# design 1

**Design 1: the metal 2 layer**

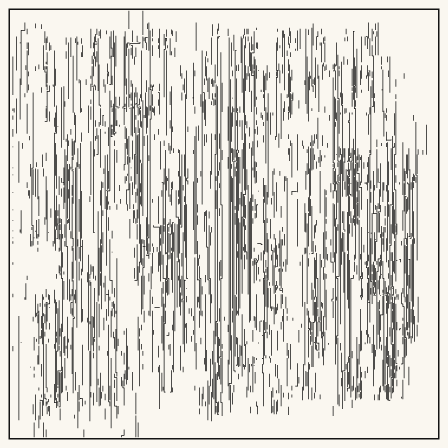

[config.mk]
export PLATFORM = sky130hd
export DESIGN_NAME = ddr_gameplay
export DESIGN_NICKNAME = d
export VERILOG_FILES = /design/src/rtl/ddr_pkg.sv /design/src/rtl/ddr_arrow_lfsr.sv /design/src/rtl/ddr_gameplay.sv
export SDC_FILE = /design/constraint.sdc
export NUM_CORES = 1
export LEC_CHECK = 0
export CELL_PAD_IN_SITES_DETAIL_PLACEMENT = 0
export CELL_PAD_IN_SITES_GLOBAL_PLACEMENT = 2
export CORE_MARGIN = 2
export CORE_UTILIZATION = 33
export CTS_CLUSTER_DIAMETER = 100
export DETAILED_ROUTE_END_ITERATION = 8
export GPL_TIMING_DRIVEN = 0
export PLACE_DENSITY_LB_ADDON = 0.05
export SYNTH_ARGS = -nofsm -noshare
export SYNTH_HDL_FRONTEND = slang
export SYNTH_SLANG_ARGS = --single-unit
[constraint.sdc]
create_clock -name clk -period 3.5 [get_ports clk]
set_input_delay 0.35 -clock clk [delete_from_list [all_inputs] [get_ports clk]]
set_output_delay 0.35 -clock clk [all_outputs]
set_load 0.05 [all_outputs]
[src/rtl/ddr_pkg.sv]
// rtl/ddr_pkg.sv - shared encodings, state enum and seeds for the DDR gameplay engine
package ddr_pkg;

    localparam logic [2:0] L1 = 3'd1;
    localparam logic [2:0] L2 = 3'd2;
    localparam logic [2:0] L3 = 3'd3;
    localparam logic [2:0] L4 = 3'd4;

    localparam int BTN_L = 0;
    localparam int BTN_U = 1;
    localparam int BTN_D = 2;
    localparam int BTN_R = 3;

    typedef enum logic [2:0] {
        ST_IDLE,
        ST_ARM,
        ST_SHOW,
        ST_GAP,
        ST_DONE
    } state_t;

    localparam logic [7:0] SEED_L1 = 8'h1D;
    localparam logic [7:0] SEED_L2 = 8'hA5;
    localparam logic [7:0] SEED_L3 = 8'h3C;
    localparam logic [7:0] SEED_L4 = 8'hE7;

    function automatic logic [7:0] level_seed(input logic [2:0] lev);
        case (lev)
            L2:      return SEED_L2;
            L3:      return SEED_L3;
            L4:      return SEED_L4;
            default: return SEED_L1;
        endcase
    endfunction

    function automatic logic lev_valid(input logic [2:0] lev);
        return (lev >= L1) && (lev <= L4);
    endfunction

endpackage

[src/rtl/ddr_arrow_lfsr.sv]
// rtl/ddr_arrow_lfsr.sv - 8-bit Fibonacci LFSR (x^8+x^6+x^5+x^4+1) producing a one-hot target arrow
module ddr_arrow_lfsr
    import ddr_pkg::*;
(
    input  logic       clk,
    input  logic       rst,
    input  logic       load,
    input  logic [7:0] seed,
    input  logic       adv,
    output logic [3:0] target
);

    logic [7:0] lfsr_q, lfsr_d;

    always_comb begin
        lfsr_d = lfsr_q;
        if (load) begin
            lfsr_d = seed;
        end else if (adv) begin
            lfsr_d = {lfsr_q[6:0], lfsr_q[7] ^ lfsr_q[5] ^ lfsr_q[4] ^ lfsr_q[3]};
        end
    end

    always_comb begin
        target = 4'b0000;
        case (lfsr_q[1:0])
            2'b00:   target[BTN_L] = 1'b1;
            2'b01:   target[BTN_U] = 1'b1;
            2'b10:   target[BTN_D] = 1'b1;
            default: target[BTN_R] = 1'b1;
        endcase
    end

    always_ff @(posedge clk) begin
        if (rst) begin
            lfsr_q <= 8'h00;
        end else begin
            lfsr_q <= lfsr_d;
        end
    end

endmodule

[src/rtl/ddr_gameplay.sv]
// rtl/ddr_gameplay.sv - beat-grid arrow sequencer with hit/miss judgement, score and combo
module ddr_gameplay
    import ddr_pkg::*;
#(
    parameter int BEAT_CYCLES = 25_000_000,
    parameter int NUM_STEPS   = 32,
    parameter int HIT_POINTS  = 10
) (
    input  logic        clk,
    input  logic        rst,
    input  logic        start,
    input  logic [2:0]  lev,
    input  logic [3:0]  btn,
    output logic [3:0]  arrow,
    output logic        hit,
    output logic        miss,
    output logic [15:0] score,
    output logic [7:0]  combo,
    output logic        done
);

    localparam int             CW        = $clog2(BEAT_CYCLES + 1);
    localparam logic [CW-1:0]  BEAT      = CW'(BEAT_CYCLES);
    localparam logic [CW-1:0]  ONE       = CW'(1);
    localparam logic [7:0]     LAST_STEP = 8'(NUM_STEPS - 1);
    localparam logic [16:0]    PTS       = 17'(HIT_POINTS);

    state_t        state_q, state_d;
    logic [CW-1:0] period_q, period_d;
    logic [CW-1:0] window_q, window_d;
    logic [CW-1:0] cnt_q, cnt_d;
    logic [7:0]    step_q, step_d;
    logic          judged_q, judged_d;
    logic [3:0]    btn_prev_q, btn_prev_d;
    logic          hit_q, hit_d;
    logic          miss_q, miss_d;
    logic [15:0]   score_q, score_d;
    logic [7:0]    combo_q, combo_d;

    logic          lfsr_load, lfsr_adv;
    logic [3:0]    target;
    logic [3:0]    btn_edge;
    logic [4:0]    bonus;
    logic [16:0]   sum;

    ddr_arrow_lfsr u_lfsr (
        .clk    (clk),
        .rst    (rst),
        .load   (lfsr_load),
        .seed   (level_seed(lev)),
        .adv    (lfsr_adv),
        .target (target)
    );

    assign btn_prev_d = btn;
    assign btn_edge   = btn & ~btn_prev_q;
    assign bonus      = (combo_q > 8'd15) ? 5'd15 : combo_q[4:0];
    assign sum        = {1'b0, score_q} + PTS + 17'(bonus);

    always_comb begin
        state_d   = state_q;
        period_d  = period_q;
        window_d  = window_q;
        cnt_d     = cnt_q;
        step_d    = step_q;
        judged_d  = judged_q;
        hit_d     = 1'b0;
        miss_d    = 1'b0;
        score_d   = score_q;
        combo_d   = combo_q;
        lfsr_load = 1'b0;
        lfsr_adv  = 1'b0;
        case (state_q)
            ST_IDLE: begin
                if (start && lev_valid(lev)) state_d = ST_ARM;
            end
            ST_ARM: begin
                if (!start) begin
                    state_d = ST_IDLE;
                end else begin
                    period_d  = BEAT >> (lev - 3'd1);
                    window_d  = (BEAT >> (lev - 3'd1)) >> 1;
                    lfsr_load = 1'b1;
                    score_d   = 16'h0000;
                    combo_d   = 8'h00;
                    step_d    = 8'h00;
                    cnt_d     = '0;
                    judged_d  = 1'b0;
                    state_d   = ST_SHOW;
                end
            end
            ST_SHOW: begin
                if (!start) begin
                    state_d = ST_IDLE;
                end else begin
                    // The first nonzero edge in the window is final; silence until the last cycle is a miss.
                    if (!judged_q) begin
                        if (btn_edge != 4'b0000) begin
                            judged_d = 1'b1;
                            if (btn_edge == target) begin
                                hit_d   = 1'b1;
                                score_d = sum[16] ? 16'hFFFF : sum[15:0];
                                combo_d = (combo_q == 8'hFF) ? combo_q : combo_q + 8'd1;
                            end else begin
                                miss_d  = 1'b1;
                                combo_d = 8'h00;
                            end
                        end else if (cnt_q == window_q - ONE) begin
                            judged_d = 1'b1;
                            miss_d   = 1'b1;
                            combo_d  = 8'h00;
                        end
                    end
                    if (cnt_q == window_q - ONE) begin
                        cnt_d   = '0;
                        state_d = ST_GAP;
                    end else begin
                        cnt_d = cnt_q + ONE;
                    end
                end
            end
            ST_GAP: begin
                if (!start) begin
                    state_d = ST_IDLE;
                end else if (cnt_q == period_q - window_q - ONE) begin
                    cnt_d = '0;
                    if (step_q == LAST_STEP) begin
                        state_d = ST_DONE;
                    end else begin
                        step_d   = step_q + 8'd1;
                        lfsr_adv = 1'b1;
                        judged_d = 1'b0;
                        state_d  = ST_SHOW;
                    end
                end else begin
                    cnt_d = cnt_q + ONE;
                end
            end
            ST_DONE: begin
                if (!start) state_d = ST_IDLE;
            end
            default: state_d = ST_IDLE;
        endcase
    end

    always_ff @(posedge clk) begin
        if (rst) begin
            state_q    <= ST_IDLE;
            period_q   <= '0;
            window_q   <= '0;
            cnt_q      <= '0;
            step_q     <= 8'h00;
            judged_q   <= 1'b0;
            btn_prev_q <= 4'b0000;
            hit_q      <= 1'b0;
            miss_q     <= 1'b0;
            score_q    <= 16'h0000;
            combo_q    <= 8'h00;
        end else begin
            state_q    <= state_d;
            period_q   <= period_d;
            window_q   <= window_d;
            cnt_q      <= cnt_d;
            step_q     <= step_d;
            judged_q   <= judged_d;
            btn_prev_q <= btn_prev_d;
            hit_q      <= hit_d;
            miss_q     <= miss_d;
            score_q    <= score_d;
            combo_q    <= combo_d;
        end
    end

    assign arrow = (state_q == ST_SHOW) ? target : 4'b0000;
    assign done  = (state_q == ST_DONE);
    assign hit   = hit_q;
    assign miss  = miss_q;
    assign score = score_q;
    assign combo = combo_q;

endmodule

# design 2

### config.mk
export PLATFORM = sky130hd
export DESIGN_NAME = scroll_seg_driver
export DESIGN_NICKNAME = d
export VERILOG_FILES = /design/src/rtl/scroll_seg_driver.sv
export SDC_FILE = /design/constraint.sdc
export NUM_CORES = 1
export LEC_CHECK = 0
export CORE_ASPECT_RATIO = 0.9
export CORE_MARGIN = 4
export CORE_UTILIZATION = 54
export DETAILED_ROUTE_END_ITERATION = 12
export PLACE_DENSITY = 0.76
export SLEW_MARGIN = 20
export SYNTH_ARGS = -nofsm -noshare
export SYNTH_HDL_FRONTEND = slang
export SYNTH_SLANG_ARGS = --single-unit
### constraint.sdc
create_clock -name clk -period 3.1 [get_ports clk]
set_clock_uncertainty 0.1 [all_clocks]
set_input_delay 0.62 -clock clk [delete_from_list [all_inputs] [get_ports clk]]
set_output_delay 0.62 -clock clk [all_outputs]
set_load 0.02 [all_outputs]
### src/rtl/scroll_seg_driver.sv
`default_nettype none
`timescale 1ns/1ps
// +----------------------------------------------------------------------------+
// | scroll_seg_driver: multiplexed 7-segment driver scrolling a window over a   |
// | writable message buffer of 4-bit character codes.  Rev 1.0                  |
// +----------------------------------------------------------------------------+
module scroll_seg_driver #(
    parameter int NUM_DIGITS  = 8,
    parameter int MSG_LEN     = 16,
    parameter int REFRESH_DIV = 100000,
    parameter int SCROLL_DIV  = 25000000,
    parameter int BLANK_CYC   = 4
) (
    input  logic                       clk,
    input  logic                       rst_n,
    input  logic                       wr_en,
    input  logic [$clog2(MSG_LEN)-1:0] wr_addr,
    input  logic [3:0]                 wr_data,
    input  logic                       scroll_en,
    input  logic                       dir,
    input  logic                       step,
    output logic [NUM_DIGITS-1:0]      an,
    output logic [7:0]                 ca,
    output logic [$clog2(MSG_LEN)-1:0] offset,
    output logic                       wrap
);
    localparam int AW = $clog2(MSG_LEN);
    localparam int DW = (NUM_DIGITS > 1) ? $clog2(NUM_DIGITS) : 1;
    localparam int RW = (REFRESH_DIV > 1) ? $clog2(REFRESH_DIV) : 1;
    localparam int SW = (SCROLL_DIV > 1) ? $clog2(SCROLL_DIV) : 1;
    localparam int IW = AW + DW + 1;

    logic [RW-1:0]         refresh_q, refresh_d;
    logic [DW-1:0]         digit_q, digit_d;
    logic [SW-1:0]         scroll_q, scroll_d;
    logic [AW-1:0]         offset_q, offset_d;
    logic                  wrap_q, wrap_d;
    logic [NUM_DIGITS-1:0] an_q, an_d;
    logic [7:0]            ca_q, ca_d;
    logic [3:0]            msg_q [MSG_LEN];
    logic [3:0]            msg_d [MSG_LEN];

    logic                  scroll_tick;
    logic                  advance;
    logic [IW-1:0]         idx_sum;
    logic [AW-1:0]         idx;

    function automatic logic [7:0] seg_decode(input logic [3:0] c);
        case (c)
            4'd1:    seg_decode = 8'b11100011;
            4'd2:    seg_decode = 8'b10000011;
            4'd3:    seg_decode = 8'b01100011;
            4'd4:    seg_decode = 8'b10011111;
            4'd5:    seg_decode = 8'b01110001;
            4'd6:    seg_decode = 8'b01100001;
            4'd7:    seg_decode = 8'b01110011;
            default: seg_decode = 8'hFF;
        endcase
    endfunction

    always_comb begin
        refresh_d = refresh_q + RW'(1);
        digit_d   = digit_q;
        if (refresh_q == RW'(REFRESH_DIV - 1)) begin
            refresh_d = '0;
            digit_d   = (digit_q == DW'(NUM_DIGITS - 1)) ? '0 : digit_q + DW'(1);
        end
    end

    // A tick coinciding with step is still a single advance.
    always_comb begin
        scroll_tick = scroll_en && (scroll_q == SW'(SCROLL_DIV - 1));
        scroll_d    = scroll_q;
        if (scroll_en) begin
            scroll_d = scroll_tick ? '0 : scroll_q + SW'(1);
        end
        advance  = scroll_tick | step;
        offset_d = offset_q;
        wrap_d   = 1'b0;
        if (advance) begin
            if (!dir) begin
                if (offset_q == AW'(MSG_LEN - 1)) begin
                    offset_d = '0;
                    wrap_d   = 1'b1;
                end else begin
                    offset_d = offset_q + AW'(1);
                end
            end else begin
                if (offset_q == '0) begin
                    offset_d = AW'(MSG_LEN - 1);
                    wrap_d   = 1'b1;
                end else begin
                    offset_d = offset_q - AW'(1);
                end
            end
        end
    end

    always_comb begin
        msg_d = msg_q;
        if (wr_en && ({1'b0, wr_addr} < (AW + 1)'(MSG_LEN))) begin
            msg_d[wr_addr] = wr_data;
        end
    end

    // Sum is below 2*MSG_LEN, so one conditional subtract gives the modulo.
    always_comb begin
        idx_sum = IW'(offset_q) + IW'(NUM_DIGITS - 1) - IW'(digit_q);
        idx     = (idx_sum >= IW'(MSG_LEN)) ? AW'(idx_sum - IW'(MSG_LEN)) : AW'(idx_sum);
        an_d    = '1;
        ca_d    = 8'hFF;
        if (refresh_q >= RW'(BLANK_CYC)) begin
            an_d[digit_q] = 1'b0;
            ca_d          = seg_decode(msg_q[idx]);
        end
    end

    always_ff @(posedge clk or negedge rst_n) begin
        if (!rst_n) begin
            refresh_q <= '0;
            digit_q   <= '0;
            scroll_q  <= '0;
            offset_q  <= '0;
            wrap_q    <= 1'b0;
            an_q      <= '1;
            ca_q      <= 8'hFF;
            for (int i = 0; i < MSG_LEN; i++) begin
                msg_q[i] <= '0;
            end
        end else begin
            refresh_q <= refresh_d;
            digit_q   <= digit_d;
            scroll_q  <= scroll_d;
            offset_q  <= offset_d;
            wrap_q    <= wrap_d;
            an_q      <= an_d;
            ca_q      <= ca_d;
            msg_q     <= msg_d;
        end
    end

    assign an     = an_q;
    assign ca     = ca_q;
    assign offset = offset_q;
    assign wrap   = wrap_q;

endmodule
`default_nettype wire

# design 3

--- src/rtl/muldiv_sequencer_if.sv ---
// Request/response bundle between the CPU control unit and the multiply/divide sequencer.
interface muldiv_sequencer_if;
    logic        op_valid;
    logic [1:0]  op_code;
    logic [31:0] op_a;
    logic [31:0] op_b;
    logic        op_ready;
    logic        busy;
    logic        done;
    logic        error;
    logic        div_zero;
    logic [31:0] hi;
    logic [31:0] lo;

    modport master (
        output op_valid, op_code, op_a, op_b,
        input  op_ready, busy, done, error, div_zero, hi, lo
    );

    modport slave (
        input  op_valid, op_code, op_a, op_b,
        output op_ready, busy, done, error, div_zero, hi, lo
    );
endinterface

--- src/rtl/muldiv_sequencer.sv ---
// Runs one HI/LO operation at a time on the iterative multiply/divide cores and commits HI/LO.
// Build macro MULDIV_DIVZERO_TRAP_EN: DIV by zero completes in IDLE with div_zero instead of launching the divider.
module muldiv_sequencer #(
    parameter int TIMEOUT = 48
) (
    input  logic              i_clock,
    input  logic              i_reset,
    muldiv_sequencer_if.slave io_op,
    output logic              o_unit_reset,
    output logic              o_mult_enable,
    output logic              o_div_enable,
    output logic [31:0]       o_unit_a,
    output logic [31:0]       o_unit_b,
    input  logic [1:0]        i_mult_state,
    input  logic [1:0]        i_div_state,
    input  logic [31:0]       i_mult_hi,
    input  logic [31:0]       i_mult_lo,
    input  logic [31:0]       i_div_hi,
    input  logic [31:0]       i_div_lo
);
    typedef enum logic [2:0] {
        S_IDLE    = 3'd0,
        S_CLEAR   = 3'd1,
        S_LAUNCH  = 3'd2,
        S_WAIT    = 3'd3,
        S_CAPTURE = 3'd4
    } state_t;

    localparam logic [1:0] OP_MTHI   = 2'b10;
    localparam logic [1:0] OP_MTLO   = 2'b11;
    localparam logic [1:0] CORE_DONE = 2'd2;
    localparam logic [5:0] CNT_LAST  = 6'(TIMEOUT - 1);

    state_t      r_state;
    state_t      w_next_state;
    logic        r_sel_div;
    logic [5:0]  r_cnt;
    logic [31:0] r_hi;
    logic [31:0] r_lo;
    logic [31:0] r_unit_a;
    logic [31:0] r_unit_b;
    logic        r_done;
    logic        r_error;

    logic        w_accept;
    logic        w_start;
    logic        w_trap;
    logic        w_core_done;
    logic        w_abort;
    logic        w_capture;
    logic [1:0]  w_core_state;

    assign w_accept = io_op.op_valid & (r_state == S_IDLE);

`ifdef MULDIV_DIVZERO_TRAP_EN
    localparam logic [1:0] OP_DIV = 2'b01;
    logic r_div_zero;

    assign w_trap = w_accept & (io_op.op_code == OP_DIV) & (io_op.op_b == 32'd0);

    // div_zero accompanies the done of a trapped divide
    always_ff @(posedge i_clock) begin
        if (i_reset) begin
            r_div_zero <= 1'b0;
        end else begin
            r_div_zero <= w_trap;
        end
    end

    assign io_op.div_zero = r_div_zero;
`else
    assign w_trap         = 1'b0;
    assign io_op.div_zero = 1'b0;
`endif

    assign w_start      = w_accept & ~io_op.op_code[1] & ~w_trap;
    assign w_core_state = r_sel_div ? i_div_state : i_mult_state;
    assign w_core_done  = (w_core_state == CORE_DONE);
    assign w_capture    = (r_state == S_CAPTURE);
    // A core reporting DONE on the last allowed WAIT cycle still wins over the timeout
    assign w_abort      = (r_state == S_WAIT) & ~w_core_done & (r_cnt == CNT_LAST);

    // state register
    always_ff @(posedge i_clock) begin
        if (i_reset) begin
            r_state <= S_IDLE;
        end else begin
            r_state <= w_next_state;
        end
    end

    // next-state decode
    always_comb begin
        w_next_state = r_state;
        case (r_state)
            S_IDLE: begin
                if (w_start) begin
                    w_next_state = S_CLEAR;
                end else begin
                    w_next_state = S_IDLE;
                end
            end
            S_CLEAR:   w_next_state = S_LAUNCH;
            S_LAUNCH:  w_next_state = S_WAIT;
            S_WAIT: begin
                if (w_core_done) begin
                    w_next_state = S_CAPTURE;
                end else if (w_abort) begin
                    w_next_state = S_IDLE;
                end else begin
                    w_next_state = S_WAIT;
                end
            end
            S_CAPTURE: w_next_state = S_IDLE;
            default:   w_next_state = S_IDLE;
        endcase
    end

    // WAIT cycle counter, restarted on every launch
    always_ff @(posedge i_clock) begin
        if (i_reset) begin
            r_cnt <= 6'd0;
        end else if (r_state == S_LAUNCH) begin
            r_cnt <= 6'd0;
        end else if (r_state == S_WAIT) begin
            r_cnt <= r_cnt + 6'd1;
        end else begin
            r_cnt <= r_cnt;
        end
    end

    // operand and core-select latch for MULT/DIV accepts
    always_ff @(posedge i_clock) begin
        if (i_reset) begin
            r_unit_a  <= 32'd0;
            r_unit_b  <= 32'd0;
            r_sel_div <= 1'b0;
        end else if (w_accept & ~io_op.op_code[1]) begin
            r_unit_a  <= io_op.op_a;
            r_unit_b  <= io_op.op_b;
            r_sel_div <= io_op.op_code[0];
        end else begin
            r_unit_a  <= r_unit_a;
            r_unit_b  <= r_unit_b;
            r_sel_div <= r_sel_div;
        end
    end

    // architectural HI/LO
    always_ff @(posedge i_clock) begin
        if (i_reset) begin
            r_hi <= 32'd0;
            r_lo <= 32'd0;
        end else if (w_capture) begin
            r_hi <= r_sel_div ? i_div_hi : i_mult_hi;
            r_lo <= r_sel_div ? i_div_lo : i_mult_lo;
        end else if (w_accept & (io_op.op_code == OP_MTHI)) begin
            r_hi <= io_op.op_a;
        end else if (w_accept & (io_op.op_code == OP_MTLO)) begin
            r_lo <= io_op.op_a;
        end else begin
            r_hi <= r_hi;
            r_lo <= r_lo;
        end
    end

    // completion pulses
    always_ff @(posedge i_clock) begin
        if (i_reset) begin
            r_done  <= 1'b0;
            r_error <= 1'b0;
        end else begin
            r_done  <= w_capture | w_abort | w_trap | (w_accept & io_op.op_code[1]);
            r_error <= w_abort;
        end
    end

    assign io_op.op_ready = (r_state == S_IDLE);
    assign io_op.busy     = (r_state != S_IDLE);
    assign io_op.done     = r_done;
    assign io_op.error    = r_error;
    assign io_op.hi       = r_hi;
    assign io_op.lo       = r_lo;

    assign o_unit_reset  = i_reset | (r_state == S_CLEAR);
    assign o_mult_enable = ~i_reset & (r_state == S_LAUNCH) & ~r_sel_div;
    assign o_div_enable  = ~i_reset & (r_state == S_LAUNCH) & r_sel_div;
    assign o_unit_a      = r_unit_a;
    assign o_unit_b      = r_unit_b;
endmodule

--- src/flat_wrapper.sv ---
// flat-port wrapper written by rule: the top's interface ports become plain ports
module muldiv_sequencer_flat 
#(
    parameter int TIMEOUT = 48
)
  (i_clock, i_reset, o_unit_reset, o_mult_enable, o_div_enable, o_unit_a, o_unit_b, i_mult_state, i_div_state, i_mult_hi, i_mult_lo, i_div_hi, i_div_lo, io_op_op_valid, io_op_op_code, io_op_op_a, io_op_op_b, io_op_op_ready, io_op_busy, io_op_done, io_op_error, io_op_div_zero, io_op_hi, io_op_lo);
  muldiv_sequencer_if io_op_i ();
  input  logic i_clock;
  input  logic i_reset;
  output logic o_unit_reset;
  output logic o_mult_enable;
  output logic o_div_enable;
  output logic [31:0] o_unit_a;
  output logic [31:0] o_unit_b;
  input  logic [1:0] i_mult_state;
  input  logic [1:0] i_div_state;
  input  logic [31:0] i_mult_hi;
  input  logic [31:0] i_mult_lo;
  input  logic [31:0] i_div_hi;
  input  logic [31:0] i_div_lo;
  input wire logic [$bits(io_op_i.op_valid)-1:0] io_op_op_valid;
  input wire logic [$bits(io_op_i.op_code)-1:0] io_op_op_code;
  input wire logic [$bits(io_op_i.op_a)-1:0] io_op_op_a;
  input wire logic [$bits(io_op_i.op_b)-1:0] io_op_op_b;
  output wire logic [$bits(io_op_i.op_ready)-1:0] io_op_op_ready;
  output wire logic [$bits(io_op_i.busy)-1:0] io_op_busy;
  output wire logic [$bits(io_op_i.done)-1:0] io_op_done;
  output wire logic [$bits(io_op_i.error)-1:0] io_op_error;
  output wire logic [$bits(io_op_i.div_zero)-1:0] io_op_div_zero;
  output wire logic [$bits(io_op_i.hi)-1:0] io_op_hi;
  output wire logic [$bits(io_op_i.lo)-1:0] io_op_lo;
  assign io_op_i.op_valid = io_op_op_valid;
  assign io_op_i.op_code = io_op_op_code;
  assign io_op_i.op_a = io_op_op_a;
  assign io_op_i.op_b = io_op_op_b;
  assign io_op_op_ready = io_op_i.op_ready;
  assign io_op_busy = io_op_i.busy;
  assign io_op_done = io_op_i.done;
  assign io_op_error = io_op_i.error;
  assign io_op_div_zero = io_op_i.div_zero;
  assign io_op_hi = io_op_i.hi;
  assign io_op_lo = io_op_i.lo;
  muldiv_sequencer #(.TIMEOUT(TIMEOUT)) u_core (.i_clock(i_clock), .i_reset(i_reset), .io_op(io_op_i), .o_unit_reset(o_unit_reset), .o_mult_enable(o_mult_enable), .o_div_enable(o_div_enable), .o_unit_a(o_unit_a), .o_unit_b(o_unit_b), .i_mult_state(i_mult_state), .i_div_state(i_div_state), .i_mult_hi(i_mult_hi), .i_mult_lo(i_mult_lo), .i_div_hi(i_div_hi), .i_div_lo(i_div_lo));
endmodule
--- config.mk ---
export PLATFORM = sky130hd
export DESIGN_NAME = muldiv_sequencer_flat
export DESIGN_NICKNAME = d
export VERILOG_FILES = /design/src/rtl/muldiv_sequencer_if.sv /design/src/rtl/muldiv_sequencer.sv /design/src/flat_wrapper.sv
export SDC_FILE = /design/constraint.sdc
export NUM_CORES = 1
export LEC_CHECK = 0
export CAP_MARGIN = 10
export CORE_ASPECT_RATIO = 0.5
export CORE_MARGIN = 2
export CORE_UTILIZATION = 42
export CTS_BUF_LIST = sky130_fd_sc_hd__clkbuf_2
export DETAILED_ROUTE_END_ITERATION = 8
export GPL_TIMING_DRIVEN = 1
export PLACE_DENSITY_LB_ADDON = 0.1
export SYNTH_ARGS = -nofsm -noshare
export SYNTH_HDL_FRONTEND = slang
export SYNTH_SLANG_ARGS = --single-unit
export TNS_END_PERCENT = 5
--- constraint.sdc ---
create_clock -name i_clock -period 5.35 [get_ports i_clock]
set_clock_uncertainty 0.1 [all_clocks]
set_input_delay 1.07 -clock i_clock [delete_from_list [all_inputs] [get_ports i_clock]]
set_output_delay 1.07 -clock i_clock [all_outputs]
set_load 0.01 [all_outputs]
# design 4

**src/rtl/preg_freelist.sv**
```systemverilog
// Physical-register free list for rename: circular buffer of free preg ids
// with speculative head, committed head (flush restore) and release tail.
//
// Ports:
//   clk_i, rst_i          clock, async active-high reset
//   alloc_req_i           per-lane allocation request mask
//   alloc_ok_o            enough free ids for popcount(alloc_req_i)
//   alloc_prd_o           id per requesting lane, lane k at [k*PB +: PB]
//   commit_i              popcount = oldest allocations retired this cycle
//   rel_valid_i/rel_prd_i ids returned to the list, ascending lane order
//   flush_i               discard all uncommitted allocations
//   free_cnt_o, empty_o   speculative free count, and count == 0
//   err_o                 sticky protocol error
module preg_freelist #(
    parameter int NUM_PREGS = 16,
    parameter int PB        = $clog2(NUM_PREGS),
    parameter int RESERVED  = 1,
    parameter int ALLOC_W   = 2,
    parameter int REL_W     = 2
) (
    input  logic                  clk_i,
    input  logic                  rst_i,
    input  logic [ALLOC_W-1:0]    alloc_req_i,
    output logic                  alloc_ok_o,
    output logic [ALLOC_W*PB-1:0] alloc_prd_o,
    input  logic [ALLOC_W-1:0]    commit_i,
    input  logic [REL_W-1:0]      rel_valid_i,
    input  logic [REL_W*PB-1:0]   rel_prd_i,
    input  logic                  flush_i,
    output logic [PB:0]           free_cnt_o,
    output logic                  empty_o,
    output logic                  err_o
);

    localparam int CW = PB + 1;
    localparam logic [CW-1:0] FREE0 = CW'(NUM_PREGS - RESERVED);
    localparam logic [CW-1:0] CAP   = CW'(NUM_PREGS);

    logic [PB-1:0] fifo_q [NUM_PREGS];
    logic [PB-1:0] fifo_d [NUM_PREGS];
    logic [CW-1:0] spec_q, spec_d;
    logic [CW-1:0] cmt_q, cmt_d;
    logic [CW-1:0] tail_q, tail_d;
    logic          err_q, err_d;

    logic [CW-1:0] n_alloc, n_cmt;
    logic [CW-1:0] free_cnt, inflight, held;
    logic [CW-1:0] rptr, wptr;
    logic          grant;

    // Lane popcounts
    always_comb begin
        n_alloc = '0;
        for (int k = 0; k < ALLOC_W; k++)
            n_alloc = n_alloc + CW'(alloc_req_i[k]);
        n_cmt = '0;
        for (int k = 0; k < ALLOC_W; k++)
            n_cmt = n_cmt + CW'(commit_i[k]);
    end

    // Pointer difference is exact thanks to the wrap bit
    assign free_cnt   = tail_q - spec_q;
    assign free_cnt_o = free_cnt;
    assign empty_o    = (free_cnt == '0);
    assign alloc_ok_o = (free_cnt >= n_alloc);
    assign err_o      = err_q;

    // Compact requesting lanes onto consecutive entries from spec_head
    always_comb begin
        alloc_prd_o = '0;
        rptr        = spec_q;
        for (int k = 0; k < ALLOC_W; k++) begin
            if (alloc_req_i[k]) begin
                alloc_prd_o[k*PB +: PB] = fifo_q[rptr[PB-1:0]];
                rptr = rptr + CW'(1);
            end
        end
    end

    // Releases append at tail, valid lanes packed in ascending order
    always_comb begin
        fifo_d = fifo_q;
        wptr   = tail_q;
        for (int k = 0; k < REL_W; k++) begin
            if (rel_valid_i[k]) begin
                fifo_d[wptr[PB-1:0]] = rel_prd_i[k*PB +: PB];
                wptr = wptr + CW'(1);
            end
        end
        tail_d = wptr;
    end

    assign grant = (n_alloc != '0) && alloc_ok_o && !flush_i;

    // Flush rewinds to the commit head as updated this same cycle
    always_comb begin
        cmt_d    = cmt_q + n_cmt;
        spec_d   = flush_i ? cmt_d
                           : spec_q + (grant ? n_alloc : '0);
        inflight = spec_q - cmt_q;
        held     = tail_d - cmt_d;
        err_d    = err_q | (n_cmt > inflight) | (held > CAP);
    end

    always_ff @(posedge clk_i or posedge rst_i) begin
        if (rst_i) begin
            for (int i = 0; i < NUM_PREGS; i++)
                fifo_q[i] <= (i < NUM_PREGS - RESERVED) ?
                             PB'(RESERVED + i) : '0;
            spec_q <= '0;
            cmt_q  <= '0;
            tail_q <= FREE0;
            err_q  <= 1'b0;
        end else begin
            fifo_q <= fifo_d;
            spec_q <= spec_d;
            cmt_q  <= cmt_d;
            tail_q <= tail_d;
            err_q  <= err_d;
        end
    end

endmodule

```
**config.mk**
```make
export PLATFORM = sky130hd
export DESIGN_NAME = preg_freelist
export DESIGN_NICKNAME = d
export VERILOG_FILES = /design/src/rtl/preg_freelist.sv
export SDC_FILE = /design/constraint.sdc
export NUM_CORES = 1
export LEC_CHECK = 0
export CORE_UTILIZATION = 30
export CTS_BUF_LIST = sky130_fd_sc_hd__clkbuf_16
export CTS_CLUSTER_SIZE = 16
export DETAILED_ROUTE_END_ITERATION = 8
export SETUP_SLACK_MARGIN = 0.5
export SYNTH_ARGS = -nofsm -noshare
export SYNTH_HDL_FRONTEND = slang
export SYNTH_SLANG_ARGS = --single-unit
export TNS_END_PERCENT = 20
```
**constraint.sdc**
```tcl
create_clock -name clk_i -period 3.7 [get_ports clk_i]
set_clock_uncertainty 0.1 [all_clocks]
set_input_delay 0.74 -clock clk_i [delete_from_list [all_inputs] [get_ports clk_i]]
set_output_delay 0.74 -clock clk_i [all_outputs]
set_load 0.01 [all_outputs]
```
**Design 3: metal 1**

Scale bar: 50 microns. Supply wires on this layer in gray.
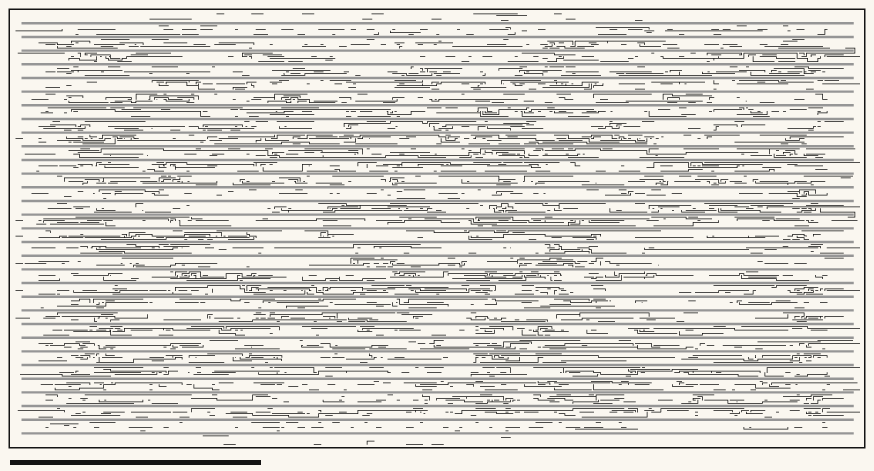
share of all routed wire: 40%
longest straight run: 30.8 microns
wire length on this layer: 7960 microns

**Design 3: the metal 2 layer**

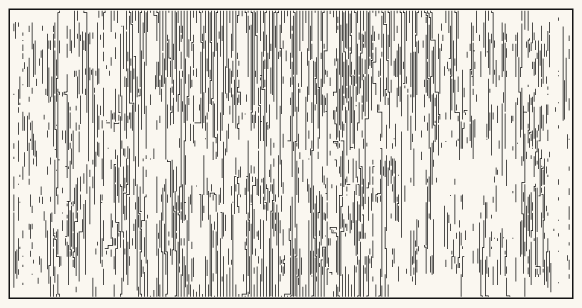
wire length on this layer: 10000 microns
main direction: vertical
longest straight run: 38.8 microns
met2 Resource Use GR: 0.4757
total number of vias: 5967
detailed-route wire length: 19710 microns

==> flow_summary.ini, design 3 <==
; flow metrics
[global_routing]
global_route.usage.met3 = 0.06224
grt_pass1_vias = 5841
global_route.peak_usage_layer = met2
grt_overflow_total = 0

[timing]
finalHoldViolations = 0
finalHoldWorstSlack_ns = 0.3650
maxClockFrequency_ghz = 0.2755
final-max-slew-violation-count = 0

[synth]
yosys.area.top_type = dfxtp_1
topCellsByArea = dfxtp_1, a221o_1, mux2i_1, nand2_1, a21oi_1
yosysTopAreaCellShare = 0.4847

[critical_path]
timing.critical_path.slowest_stage_cell = buf_4
critPathKind = input port to primary output
critical_path_required_ns = 4.18
reg2reg_setup_slack_ns = 2.91

[die]
fp.dieArea_sq_um = 14780
floorplan.core_area_sq_um = 13510

[final_layout]
nFlopsAndLatches = 140
layout.non_clock_buffers = 344
flop_area_sq_um = 2806
layout.nonclk_buf_frac = 0.3624

[clocking]
worst_setup_hold_path_clk_slew_ns = 0.18
cts_made_buffers = 17

[pwr]
power-top-group = sequential cells
total_leakage_power_nw = 3.376
power_density_nw_per_um2 = 229.8

[place]
pre_cts_slack_ns = 1.679

[run_status]
status = completed
[design 3: cells by family (layout without fill, tap and decap cells)]
family                     count (synthesis)  after routing  share of synthesized area
AOI/OAI and AO/OA                        146            146                     0.1844
xor gates and xnor gates                   2              2                   0.003030
adders and majority gates                  1              1                   0.002164
buffers and inverters                     56            377                    0.04804
DFF                                      140            140                     0.4847
muxes                                     64             64                     0.1108
other                                      1              1                  0.0006486
and+or+nand+nor                          236            236                     0.1662
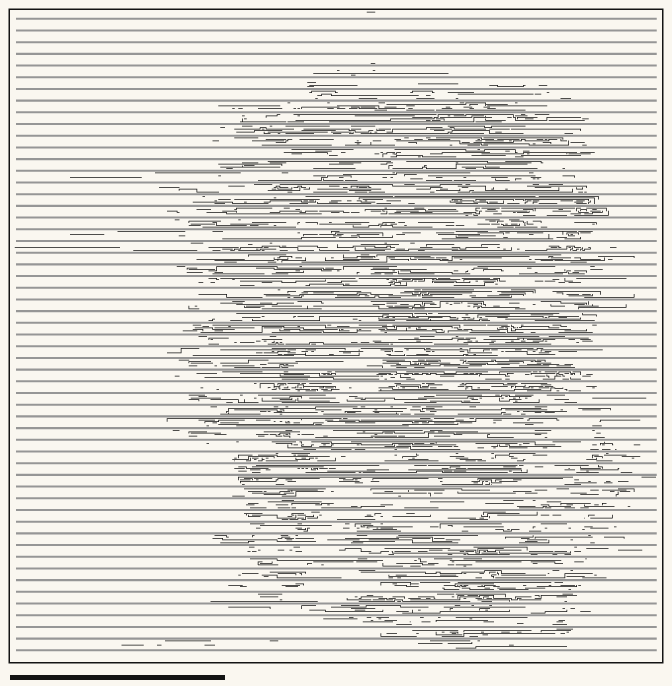
**Above:** design 4 (metal 1).
Scale bar: 50 microns. Supply wires on this layer in gray.
nets with wire on the layer: 694
share of all routed wire: 47%
longest straight run: 77.7 microns
main direction: horizontal
wire length on this layer: 9300 microns

==> flow_summary.ini, design 4 <==
; flow metrics
[synth]
net_count_after_synthesis = 683
yosys_area_sq_um = 6718
synth.yosys.warnings = 0
yosys-mux-area-fraction = 0.3092
post_synth_main_logic_family = multiplexers
yosys.cell_count.top_type = mux2_2
synthesis.area_per_instance_sq_um = 10.68

[detailed_routing]
post-route-drc-count = 0
wl_microns = 19710

[global_routing]
antenna_found_initial = 0
grt_max_degree = 31
grt_pass1_wl_microns = 30780
groute.usage.overall = 0.1803
global_route.usage.met2 = 0.2818

[clocking]
post_cts_resize_count = 73
htree_levels = 3
clockRootBuffer = clkbuf_16
worst_setup_hold_path_clk_slew_ns = 0.06

[place]
weighted_congestion_at_the_end_of_routability_driven_global_placement = 0.8637

[timing]
maxClockFrequency_ghz = 0.2854
finalHoldViolations = 0
finalHoldWorstSlack_ns = 0.4180

[pwr]
powerComb_mw = 6.19
p_seq_frac = 0.228

[final_layout]
fin_nets = 756
multiInputCombCellCount = 480
layout.clock_buffers = 9
largest-register = fifo_q
final_core_utilization = 0.3820

[critical_path]
path_cells = ha_4 > nand2b_4 > o32ai_1 > nor3_1 > or4_1 > o211a_1 > dlygate4sd2_1
critical_path_required_ns = 2.86
rr_endpoint = err_o$_DFF_PP0_
critical_path_arrival_ns = 2.66

[worst_hold_path]
hold_path_end = err_o$_DFF_PP0_
min_path_type = flop to flop

[run_status]
status = completed
[design 4: kinds of logic (layout without fill, tap and decap cells)]
kind of cell	after synthesis	after routing
mux	177	177
simple gates	139	140
compound gates	102	102
flops	80	80
buf+inv	70	147
fa+ha+maj	37	37
xor+xnor	24	24
[design 4: worst reg2reg max path, cell delays in order (launching register included)]
cell and delay [ns]:
dfstp_2 0.66, inv_2 0.06, ha_1 0.31, mux2_4 0.28, ha_4 0.21, mux2_4 0.28, fa_2 0.36, a21o_1 0.17
a21oi_2 0.13, xnor2_1 0.13, xnor3_1 0.24, a221o_1 0.31
**Design 2: signal wires on met4**

Supply wires on this layer in gray.
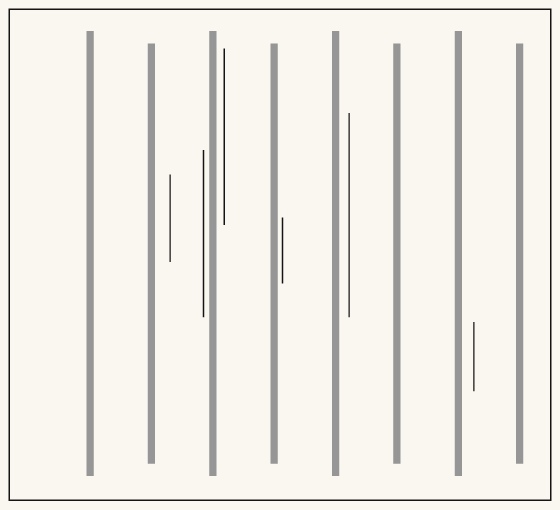
share of all routed wire: 1.4%
longest straight run: 44.9 microns
main direction: vertical
nets with wire on the layer: 4
wire length on this layer: 169 microns
total number of vias: 3861
detailed-route wire length: 11770 microns

==> flow_summary.ini, design 2 <==
; flow metrics
[critical_path]
critical_path.top_delay_family = multiplexers
endpoint_kind = flop
max_fo_critical_path = 7
rr_endpoint = ca[4]$_DFF_PN1_
reg2reg_setup_slack_ns = 0.14
path_cells = inv_1 > ha_2 > ha_1 > inv_1 > fa_1 > mux4_2 > mux4_2 > mux2_4 > nand2_1
startpoint_type = flop

[detailed_routing]
viasPerCell = 5.532
dr.first_iter.drc_count = 394
drt.antenna.violating_nets = 0
maxUsedRoutingLayer = met4
drtPass1Iterations = 4

[synth]
yosys_area_sq_um = 6032
synth-async-reset-ratio = 1.000
yosys.area.top_type = dfrtp_1
yosys.cell_count.top_type = dfrtp_1
yosys_cell_count = 486
edf_count = 0

[final_layout]
drive_gt1_frac = 0.2619
final_core_utilization = 0.6603
fin_area_sq_um = 7168

[pwr]
netSwitchingFraction = 0.2996
total_leakage_power_nw = 3.141
switchingPower_mw = 1.989
largest_voltage_drop_on_the_vdd_net_mv = 0.7029
p_seq_frac = 0.328

[clocking]
latency_at_later_pin_ns = 0.41
cts_made_buffers = 17

[timing]
finalSetupViolations = 0
post-route-min-period_ns = 2.962
grt_setup_unrepaired = yes

[job]
max_cap_viol_count = 0
stage_log_warnings = 30

[run_status]
status = completed

[place]
place_inst = 666
dp_hpwl_microns = 8266
weighted_congestion_at_the_end_of_routability_driven_global_placement = 0.8436
io_buffers = 33

[global_routing]
global_route.usage.met2 = 0.3150
global_route.usage.met1 = 0.2746

[die]
floorplanUtilization = 0.5557
-- design 2: sequential cells by signal, summed over array words and instances (netlist names) --
name       cells
msg_q         64
scroll_q      25
refresh_q     17
an             8
ca             5
offset         4
digit_q        3
wrap           1
-- design 2: layout make-up --
| type | instances | area, sq um |
|---|---|---|
| clock inverters | 6 | 105.1 |
| fillers | 796 | 3687 |
| inverters | 16 | 60.06 |
| repair buffers | 46 | 437.9 |
| well taps | 152 | 190.2 |
| clock buffers | 26 | 499.2 |
| multi-input cells | 325 | 2680 |
| flip-flops and latches | 127 | 3196 |
**Design 1: signal wires on met4**

Supply wires on this layer in gray.
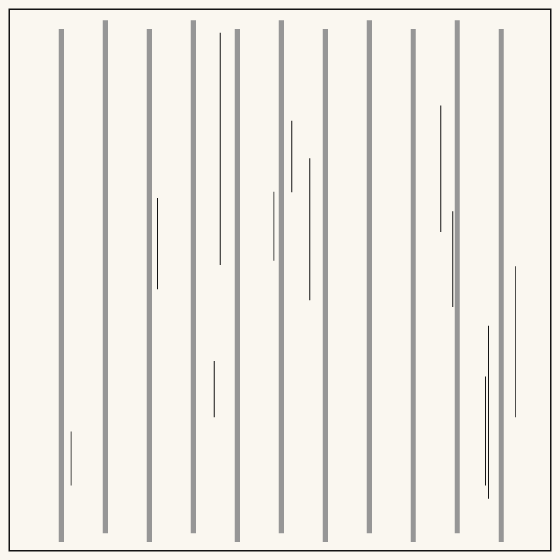
main direction: vertical
wire length on this layer: 420 microns
nets with wire on the layer: 9

Notes on 'the metal 2 layer' of design 1 above:
share of all routed wire: 48%
wire length on this layer: 14200 microns
nets with wire on the layer: 1052
longest straight run: 127 microns
met2 Resource Use GR: 0.3735
detailed-route wire length: 29590 microns
total number of vias: 8225

==> flow_summary.ini, design 1 <==
; flow metrics
[die]
fp.dieArea_sq_um = 27760
die-height_microns = 166.6
floorplanUtilization = 0.3359

[timing]
grt_setup_unrepaired = yes
final_critical_path_setup_slack_ns = -0.2871
finalSetupViolations = 45
finalHoldViolations = 0

[run_status]
status = complete, but fails checks
violations = setup timing

[critical_path]
rr_endpoint = u_lfsr.lfsr_q[5]$_SDFFE_PP0P_
critical_path.top_delay_family = AND-OR/OR-AND gates
critical_path_depth = 16
reg2reg_setup_slack_ns = -0.29
worstSetupStartpoint = period_q[2]$_SDFFE_PP0P_
endpoint_kind = flop

[final_layout]
layout.non_clock_buffers = 118
layout.nonclk_buf_frac = 0.08171
layout-area-overhead-vs-synth_pct = 21.95
fillCellCount = 2753
drive_gt1_frac = 0.1638

[detailed_routing]
drt.antenna.violating_nets = 0
maxUsedRoutingLayer = met4
drtPass1Iterations = 5
met1_length_microns = 14250
dr.first_iter.drc_count = 435

[synth]
ys_sh_simple = 0.2300
synth-async-reset-ratio = 0
syn_inst = 1138
post_synthesis_cell_area_sq_um = 8727
edf_count = 0
synth_flop_type = dfxtp_1

[global_routing]
antenna_found_initial = 0
groute.usage.overall = 0.2114

[pwr]
power_density_nw_per_um2 = 294.4
power.share.clock = 0.351
switchingPower_mw = 1.056
finalPower_mw = 3.133
clock_net_power_mw = 1.10
total_leakage_power_nw = 4.165
largest_voltage_drop_on_the_vdd_net_mv = 0.1875

[place]
place_inst = 1513

[clocking]
max-clock-path-buffers = 2

[job]
max_cap_viol_count = 0

[worst_hold_path]
hold_start = score[5]$_SDFFE_PP0P_
## design 1: metrics by stage
stage	hold WS (ns)	cell area [sq um]	util	worst slack, ns
after floorplan	0.4446	8792	-	-0.07568
after global placement	0.4648	9612	0.3699	-0.9944
after detailed placement	0.4732	9612	0.3699	-0.9927
after CTS	0.4754	10300	0.3963	-0.2733
after global routing	0.5072	10640	0.4096	-0.4361
final	0.4791	10640	0.4096	-0.2871


==> screenshots <==
The metal 3 layer.
picture 1
Scale bar: 50 microns. Cells faint in the background.
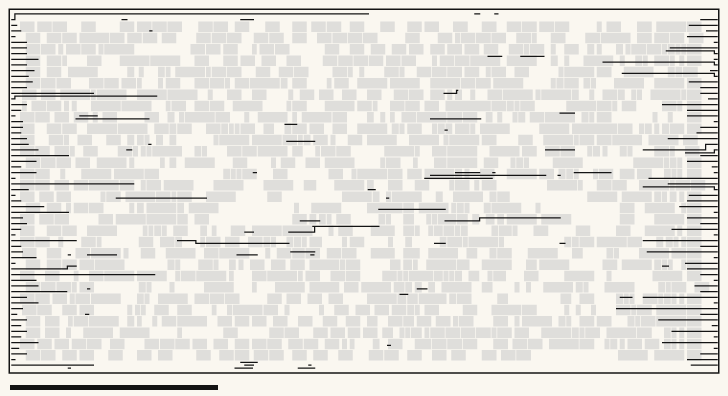
picture 2
Scale bar: 50 microns. Cells faint in the background.
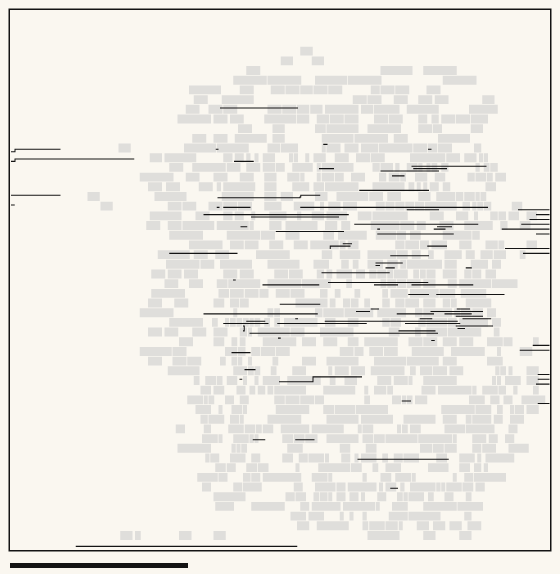
picture 3
Scale bar: 20 microns. Cells faint in the background.
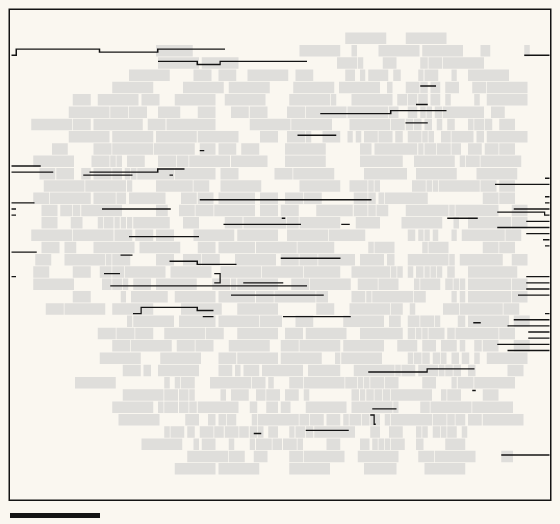
picture 4
Scale bar: 50 microns. Cells faint in the background.
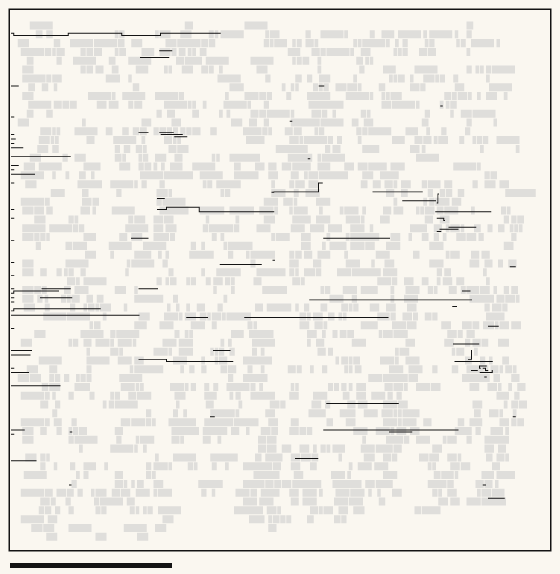
design 2 -> picture 3
design 1 -> picture 4
design 4 -> picture 2
design 3 -> picture 1
- largest die: picture 4


==> layout pictures side by side <==
The clock network.
panel A
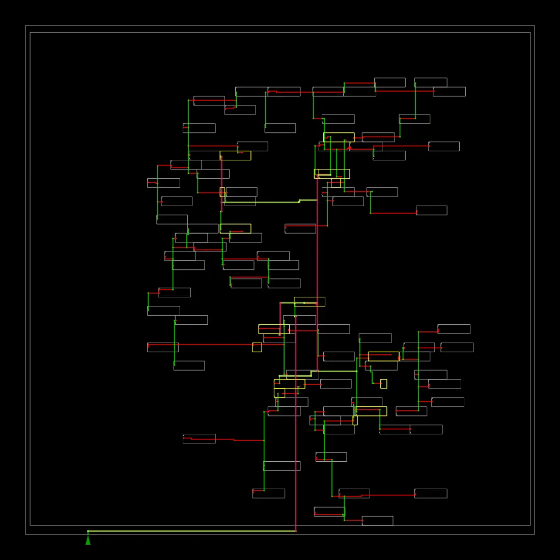
panel B
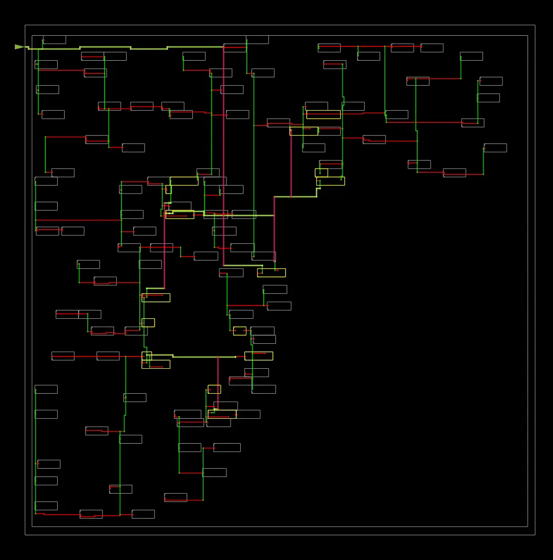
panel C
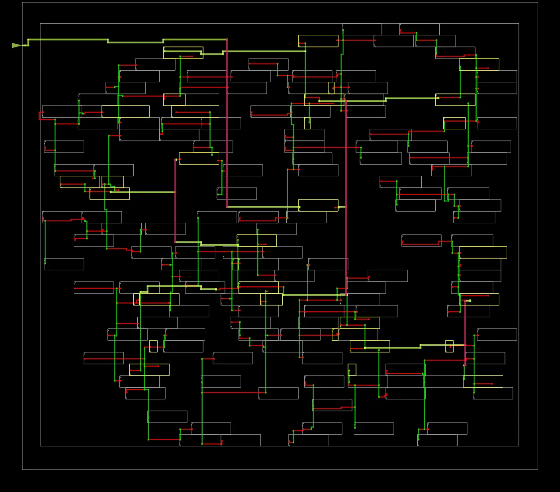
panel D
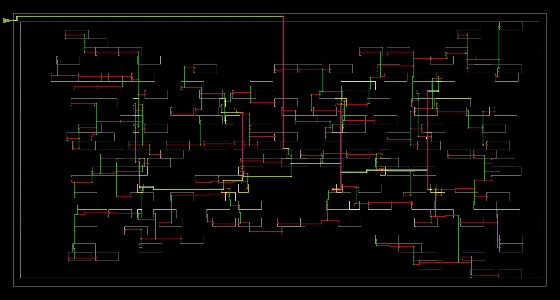
- most clock buffers: panel C
- fewest sequential cells: panel A
design 2: panel C
design 3: panel D
design 4: panel A
design 1: panel B

Power is estimated from default activity; no workload was simulated.
